=== design 1 ===
**src/rtl/cpu_pkg.sv**
```systemverilog
// rtl/cpu_pkg.sv - shared CPU pipeline types and constants
//
// Purpose: types and constants shared by the pipeline stages.
//   XLEN          : datapath / address width
//   PC_STEP       : byte increment between sequential instructions
//   fetch_state_t : instruction fetch stage state encoding
package cpu_pkg;

   localparam int XLEN = 32;

   localparam logic [XLEN-1:0] PC_STEP = 32'd4;

   typedef enum logic [1:0] {
      IDLE    = 2'd0,
      FETCH   = 2'd1,
      DELIVER = 2'd2,
      DISCARD = 2'd3
   } fetch_state_t;

endpackage

```
**src/rtl/instruction_fetch.sv**
```systemverilog
// rtl/instruction_fetch.sv - pipeline fetch stage, one outstanding read, redirect aware
//
// Purpose: fetches 32-bit instructions one at a time from a memory port and
// presents each one, tagged with its PC, on a valid/ready stream that feeds
// the fetch->decode skid buffer. A redirect restarts fetch at a new PC; an
// in-flight read that a redirect made stale is waited out and its data dropped.
//
// Ports:
//   clk            in   clock, all logic on posedge
//   reset          in   synchronous active-high reset
//   mem_valid      out  read request outstanding
//   mem_addr       out  [31:0] word-aligned read address
//   mem_ready      in   one-cycle pulse, mem_rdata valid, request complete
//   mem_rdata      in   [31:0] returned instruction
//   redirect_valid in   one-cycle, restart fetch at redirect_pc
//   redirect_pc    in   [31:0] new PC, bits [1:0] ignored
//   output_valid   out  output_data/output_pc hold an instruction
//   output_ready   in   downstream accepts this cycle
//   output_data    out  [31:0] instruction word
//   output_pc      out  [31:0] address of output_data
module instruction_fetch
   import cpu_pkg::*;
#(
   parameter logic [XLEN-1:0] RESET_PC = 32'h0000_0000
) (
   input  logic            clk,
   input  logic            reset,
   output logic            mem_valid,
   output logic [XLEN-1:0] mem_addr,
   input  logic            mem_ready,
   input  logic [XLEN-1:0] mem_rdata,
   input  logic            redirect_valid,
   input  logic [XLEN-1:0] redirect_pc,
   output logic            output_valid,
   input  logic            output_ready,
   output logic [XLEN-1:0] output_data,
   output logic [XLEN-1:0] output_pc
);

   fetch_state_t    state, state_n;
   logic [XLEN-1:0] pc, pc_n;
   logic            mem_valid_n;
   logic [XLEN-1:0] mem_addr_n;
   logic            output_valid_n;
   logic [XLEN-1:0] output_data_n;
   logic [XLEN-1:0] output_pc_n;
   logic [XLEN-1:0] redirect_target;

   always_ff @(posedge clk) begin
      if (reset) begin
         state        <= IDLE;
         pc           <= RESET_PC;
         mem_valid    <= 1'b0;
         mem_addr     <= RESET_PC;
         output_valid <= 1'b0;
         output_data  <= '0;
         output_pc    <= '0;
      end else begin
         state        <= state_n;
         pc           <= pc_n;
         mem_valid    <= mem_valid_n;
         mem_addr     <= mem_addr_n;
         output_valid <= output_valid_n;
         output_data  <= output_data_n;
         output_pc    <= output_pc_n;
      end
   end

   always_comb begin
      state_n         = state;
      pc_n            = pc;
      mem_valid_n     = mem_valid;
      mem_addr_n      = mem_addr;
      output_valid_n  = output_valid;
      output_data_n   = output_data;
      output_pc_n     = output_pc;
      redirect_target = {redirect_pc[XLEN-1:2], 2'b00};

      case (state)
         IDLE: begin
            mem_valid_n = 1'b1;
            mem_addr_n  = redirect_valid ? redirect_target : pc;
            pc_n        = mem_addr_n;
            state_n     = FETCH;
         end

         FETCH: begin
            if (mem_ready && !redirect_valid) begin
               output_data_n  = mem_rdata;
               output_pc_n    = mem_addr;
               output_valid_n = 1'b1;
               mem_valid_n    = 1'b0;
               pc_n           = mem_addr + PC_STEP;
               state_n        = DELIVER;
            end else if (mem_ready) begin
               // Completed read is stale; reissue straight away at the target.
               mem_addr_n = redirect_target;
               pc_n       = redirect_target;
            end else if (redirect_valid) begin
               // The read cannot be cancelled: remember the target and
               // swallow the response when it arrives.
               pc_n    = redirect_target;
               state_n = DISCARD;
            end
         end

         DISCARD: begin
            if (redirect_valid) begin
               pc_n = redirect_target;
            end
            if (mem_ready) begin
               mem_addr_n = redirect_valid ? redirect_target : pc;
               state_n    = FETCH;
            end
         end

         DELIVER: begin
            // A transfer wins over a same-cycle redirect: the instruction has
            // already left, only the next fetch address changes.
            if (output_ready || redirect_valid) begin
               output_valid_n = 1'b0;
               mem_valid_n    = 1'b1;
               mem_addr_n     = redirect_valid ? redirect_target : pc;
               pc_n           = mem_addr_n;
               state_n        = FETCH;
            end
         end

         default: begin
            state_n = IDLE;
         end
      endcase
   end

`ifdef FORMAL
   logic f_past_valid;

   always_ff @(posedge clk) begin
      f_past_valid <= !reset;
   end

   always_ff @(posedge clk) begin
      if (f_past_valid && !reset) begin
         if ($past(mem_valid && !mem_ready)) begin
            assert (mem_valid && (mem_addr == $past(mem_addr)));
         end
         if ($past(output_valid && !output_ready && !redirect_valid)) begin
            assert (output_valid);
            assert (output_data == $past(output_data));
            assert (output_pc == $past(output_pc));
         end
      end
   end

   always_comb begin
      assert (!(mem_valid && output_valid));
      assert (!(state == IDLE && mem_valid));
      assert (output_valid == (state == DELIVER));
   end
`endif

endmodule

```
**config.mk**
```make
export PLATFORM = sky130hd
export DESIGN_NAME = instruction_fetch
export DESIGN_NICKNAME = d
export VERILOG_FILES = /design/src/rtl/cpu_pkg.sv /design/src/rtl/instruction_fetch.sv
export SDC_FILE = /design/constraint.sdc
export NUM_CORES = 1
export LEC_CHECK = 0
export CAP_MARGIN = 20
export CELL_PAD_IN_SITES_DETAIL_PLACEMENT = 0
export CELL_PAD_IN_SITES_GLOBAL_PLACEMENT = 1
export CORE_UTILIZATION = 30
export CTS_CLUSTER_SIZE = 8
export DETAILED_ROUTE_END_ITERATION = 10
export GPL_TIMING_DRIVEN = 0
export HOLD_SLACK_MARGIN = 0.08
export MAX_ROUTING_LAYER = met4
export PLACE_DENSITY = 0.7
export SYNTH_ARGS = -nofsm -noshare
export SYNTH_HDL_FRONTEND = slang
export SYNTH_SLANG_ARGS = --single-unit
```
**constraint.sdc**
```tcl
create_clock -name clk -period 2.6 [get_ports clk]
set_input_delay 0.39 -clock clk [delete_from_list [all_inputs] [get_ports clk]]
set_output_delay 0.39 -clock clk [all_outputs]
set_load 0.005 [all_outputs]
```
=== design 2 ===
$ cat config.mk
export PLATFORM = sky130hd
export DESIGN_NAME = x_load_sequencer
export DESIGN_NICKNAME = d
export VERILOG_FILES = /design/src/rtl/x_load_pkg.sv /design/src/rtl/x_load_sequencer_fin_timeout_cnt.sv /design/src/rtl/x_load_sequencer.sv
export SDC_FILE = /design/constraint.sdc
export NUM_CORES = 1
export LEC_CHECK = 0
export ABC_CLOCK_PERIOD_IN_PS = 2150
export CORE_MARGIN = 2
export CORE_UTILIZATION = 39
export CTS_CLUSTER_DIAMETER = 40
export DETAILED_ROUTE_END_ITERATION = 16
export GPL_ROUTABILITY_DRIVEN = 0
export PLACE_DENSITY_LB_ADDON = 0.3
export RECOVER_POWER = 100
export SYNTH_ARGS = -nofsm -noshare
export SYNTH_HDL_FRONTEND = slang
export SYNTH_HIERARCHICAL = 1
export SYNTH_SLANG_ARGS = --single-unit
$ cat constraint.sdc
create_clock -name clk -period 2.15 [get_ports clk]
set_input_delay 0.215 -clock clk [delete_from_list [all_inputs] [get_ports clk]]
set_output_delay 0.215 -clock clk [all_outputs]
set_load 0.02 [all_outputs]
$ cat src/rtl/x_load_pkg.sv
// Shared types and sizing for the X-load sequencer.
package x_load_pkg;

  localparam int unsigned DATA_W   = 7;
  localparam int unsigned NUM_KEYS = 64;
  localparam int unsigned ADDR_W   = 6;
  localparam int unsigned CNT_W    = 7;

  typedef enum logic [2:0] {
    IDLE,
    START,
    FETCH,
    LOAD,
    WAIT_FIN,
    DONE
  } state_t;

endpackage

$ cat src/rtl/x_load_sequencer_fin_timeout_cnt.sv
// Counts cycles spent waiting for the datapath finish.
// expired is raised while counting once the count reaches TIMEOUT_CYC-1.
module fin_timeout_cnt #(
  parameter int unsigned TIMEOUT_CYC = 1024
) (
  input  logic clk,
  input  logic rst,
  input  logic clr,
  input  logic en,
  output logic expired
);

  localparam int unsigned   CW   = $clog2(TIMEOUT_CYC + 1);
  localparam logic [CW-1:0] LAST = CW'(TIMEOUT_CYC - 1);

  logic [CW-1:0] cnt;

  assign expired = en && (cnt == LAST);

  // Saturates at LAST so the count cannot wrap while still enabled.
  always_ff @(posedge clk or posedge rst) begin
    if (rst) begin
      cnt <= '0;
    end else if (clr) begin
      cnt <= '0;
    end else if (en && !expired) begin
      cnt <= cnt + CW'(1);
    end
  end

endmodule

$ cat src/rtl/x_load_sequencer.sv
// Streams one batch of keys from key memory to the datapath, then
// waits for the datapath to report finish (with a timeout).
module x_load_sequencer
  import x_load_pkg::*;
#(
  parameter int unsigned NUM_KEYS    = x_load_pkg::NUM_KEYS,
  parameter int unsigned DATA_W      = x_load_pkg::DATA_W,
  parameter int unsigned TIMEOUT_CYC = 1024
) (
  input  logic              clk,
  input  logic              rst,
  input  logic              go,
  input  logic              abort,
  output logic [ADDR_W-1:0] mem_addr,
  input  logic [DATA_W-1:0] mem_rdata,
  output logic              start_in,
  output logic              valid_input,
  output logic [DATA_W-1:0] X_load,
  input  logic              ready_in,
  input  logic              finish,
  output logic              busy,
  output logic              done,
  output logic              timeout_err,
  output logic [CNT_W-1:0]  key_cnt
);

  localparam logic [ADDR_W-1:0] LAST_ADDR = ADDR_W'(NUM_KEYS - 1);

  state_t state;
  state_t state_nxt;
  logic   launch;
  logic   accept;
  logic   in_wait;
  logic   fin_expired;
  logic   tmo_hit;

  assign launch  = (state == IDLE) && go && !abort;
  assign accept  = (state == LOAD) && ready_in && !abort;
  assign in_wait = (state == WAIT_FIN);
  assign tmo_hit = in_wait && !abort && !finish && fin_expired;

  fin_timeout_cnt #(
    .TIMEOUT_CYC(TIMEOUT_CYC)
  ) u_fin_timeout (
    .clk    (clk),
    .rst    (rst),
    .clr    (!in_wait),
    .en     (in_wait),
    .expired(fin_expired)
  );

  // State register.
  always_ff @(posedge clk or posedge rst) begin
    if (rst) begin
      state <= IDLE;
    end else begin
      state <= state_nxt;
    end
  end

  // Next-state and state-decoded outputs; abort has priority over
  // every other transition out of a busy state.
  always_comb begin
    state_nxt   = state;
    start_in    = 1'b0;
    valid_input = 1'b0;
    done        = 1'b0;
    busy        = 1'b1;
    unique case (state)
      IDLE: begin
        busy = 1'b0;
        if (launch) state_nxt = START;
      end
      START: begin
        start_in  = 1'b1;
        state_nxt = abort ? IDLE : FETCH;
      end
      FETCH: begin
        state_nxt = abort ? IDLE : LOAD;
      end
      LOAD: begin
        valid_input = 1'b1;
        if (abort) begin
          state_nxt = IDLE;
        end else if (ready_in) begin
          state_nxt = (mem_addr == LAST_ADDR) ? WAIT_FIN : FETCH;
        end
      end
      WAIT_FIN: begin
        if (abort) begin
          state_nxt = IDLE;
        end else if (finish) begin
          state_nxt = DONE;
        end else if (fin_expired) begin
          state_nxt = IDLE;
        end
      end
      DONE: begin
        done      = 1'b1;
        state_nxt = IDLE;
      end
      default: begin
        state_nxt = IDLE;
      end
    endcase
  end

  // Address, key register, accepted-key count and sticky timeout flag.
  always_ff @(posedge clk or posedge rst) begin
    if (rst) begin
      mem_addr    <= '0;
      X_load      <= '0;
      key_cnt     <= '0;
      timeout_err <= 1'b0;
    end else begin
      if (launch) begin
        mem_addr    <= '0;
        key_cnt     <= '0;
        timeout_err <= 1'b0;
      end
      if (state == FETCH) begin
        X_load <= mem_rdata;
      end
      if (accept) begin
        key_cnt <= key_cnt + CNT_W'(1);
        if (mem_addr != LAST_ADDR) begin
          mem_addr <= mem_addr + ADDR_W'(1);
        end
      end
      if (tmo_hit) begin
        timeout_err <= 1'b1;
      end
    end
  end

endmodule

Design 2, the metal 2 layer:
Cells faint in the background.
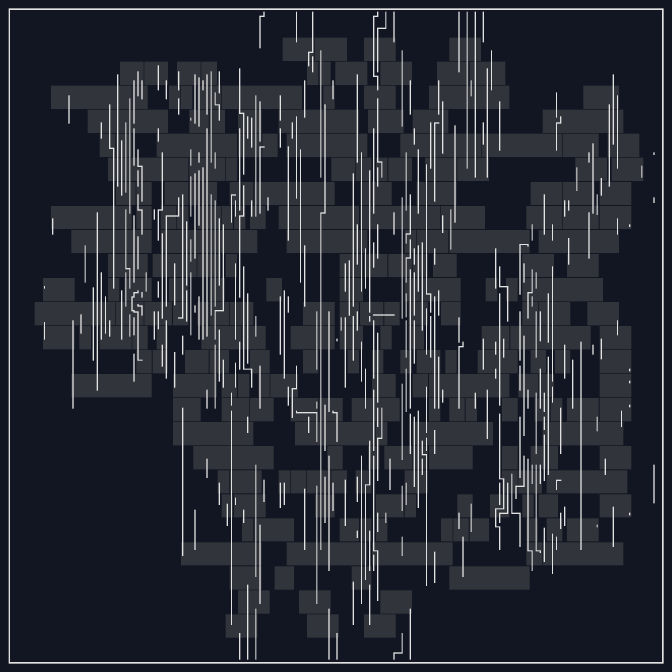
The wires run mostly vertical. The layer holds 47% of the routed length. 218 nets have wire on it.

==> reports/metrics.yaml, design 2 <==
yosys:
  top_cells_by_count: "35 x dfrtp_1, 17 x inv_1, 13 x nand2_1, 11 x nor2_1, 11 x nor3_1"
  synthArstFlopShare_pct: 100
  synth.top_cell.area_share_pct: 46.1
  yosys_area_um2: 1900
  ys_sh_adder_pct: 1.97
  edf_count: 0
  post_synth.cell_area_avg_um2: 9.80
layout:
  nNonClkInverters: 17
  final_common_cell: "dfrtp_1"
  final_cell_area_um2: 2470
  finalNonFillerCells: 311
  logic_area_um2: 895
  flop_area_um2: 876
  comb.multi_input.count: 136
  largestRegisters: "u_fin_timeout/cnt (11), X_load (7), key_cnt (7)"
  comb_share_pct: 36.2
worst_setup_path:
  worst-path-stages: 3
  crit_required_ps: 1930
  worst_setup_path_start_kind: "flop"
  r2r-start: "u_fin_timeout/cnt[0]"
  cpMaxStageDelayCell: "clkdlybuf4s50_1"
  crit_fanout: 11
pwr:
  internal-power_uw: 1510
  pg_clk_uw: 598
  powerComb_uw: 828
global_routing:
  met3_usage_pct: 4.25
  grt_use_total_pct: 16.5
  use_met1_pct: 21.9
  grt_pass1_wl_um: 6830
  antenna_found_initial: 0
placed_design:
  hpwl_um: 2990
final_timing:
  final.setup_skew_ps: 11.9
  final-hold-violation-count: 0
cts:
  clk_latency_ps: 290
  post_cts_resized: 0
  cts_buffer_depth: 2
floorplanning:
  core_util_floorplan_pct: 40.2
  taps: 67
run_status:
  status: "completed"
drt:
  wire_per_inst_um: 13.2
  viasPerCell: 5.23
Design 1, placement view:
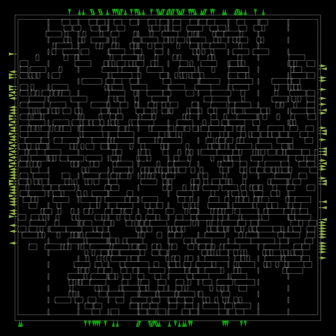
register fraction of the total cell area: 31.8%
core footprint: 18800 um2
Finished Layout Cells: 1130
Tap Count: 234

Design 1, placed cells, one color a class:
The bar under the picture is 50 um long.
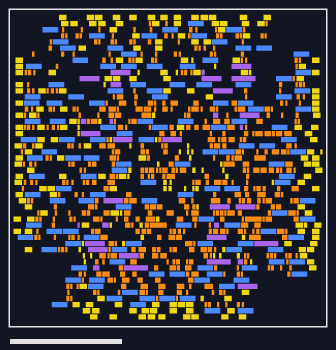
sequential cells: drawn in blue, cells 132, share of their area 33%. remaining logic cells: drawn in orange, cells 512, share of their area 36%. remaining buffers and delay cells: drawn in yellow, cells 219, share of their area 23%. clock drivers and dummy loads: drawn in purple, cells 32, share of their area 7.8%.

==> reports/metrics.yaml, design 1 <==
layout:
  flops: 132
  signal_buffer_area_fraction_pct: 22.4
  clkbuf_count: 19
  drive_above_1_share_pct: 6.93
  clock_area_share_pct: 7.52
pwr:
  vdd_drop_max_uv: 460
  powerComb_uw: 737
  power_uw: 5560
cts:
  cts_tree: "done"
  postCtsSetupRepairBufs: 0
  numClockSinks: 132
  ctsHoldBuffers: 0
  clk_latency_ps: 420
worst_setup_path:
  reg2reg_depth: 6
  endpoint: "pc[8]"
global_routing:
  grt_max_degree: 17
  met2_usage_pct: 32.3
  overflow: 0
  grt_pass1_wl_um: 31200
  grt_use_total_pct: 21.4
drt:
  vias: 5673
  postRouteWirelength_um: 19600
yosys:
  synth_nets: 771
  ys_seq_share_pct: 45.8
  synth_top_cell_by_area: "dfxtp_1"
worst_hold_path:
  whs_endpoint: "output_data[21]"
final_timing:
  max_freq_ghz: 0.423
floorplanning:
  core_util_floorplan_pct: 30.8
run_status:
  status: "completed"

==> layout pictures side by side <==
Logic cells by family.
image #1
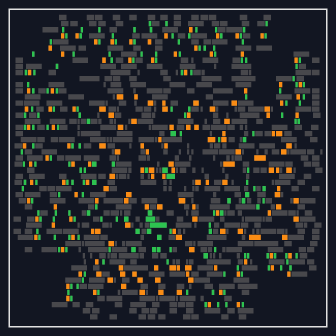
image #2
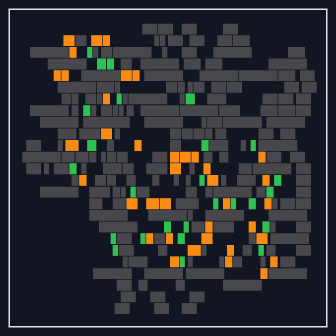
The one with the most cells is image #1.
Image #2 is design 2.
Image #1 is design 1.



## Gallery

Clock distribution.
Plate I
The bar under the picture is 20 um long.
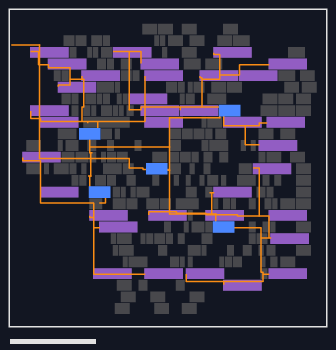
Plate II
The bar under the picture is 50 um long.
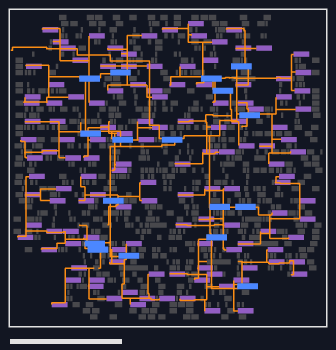
- Plate I = design 2
- Plate II = design 1

Key to Plate II:
clock wires: drawn in orange, length 1890 um. clock-net drivers: drawn in blue, count 17. flip-flops: drawn in purple, count 132.
Position of the flops: widely spread.

Power figures rest on the tool's default switching activity, not on a simulated workload.
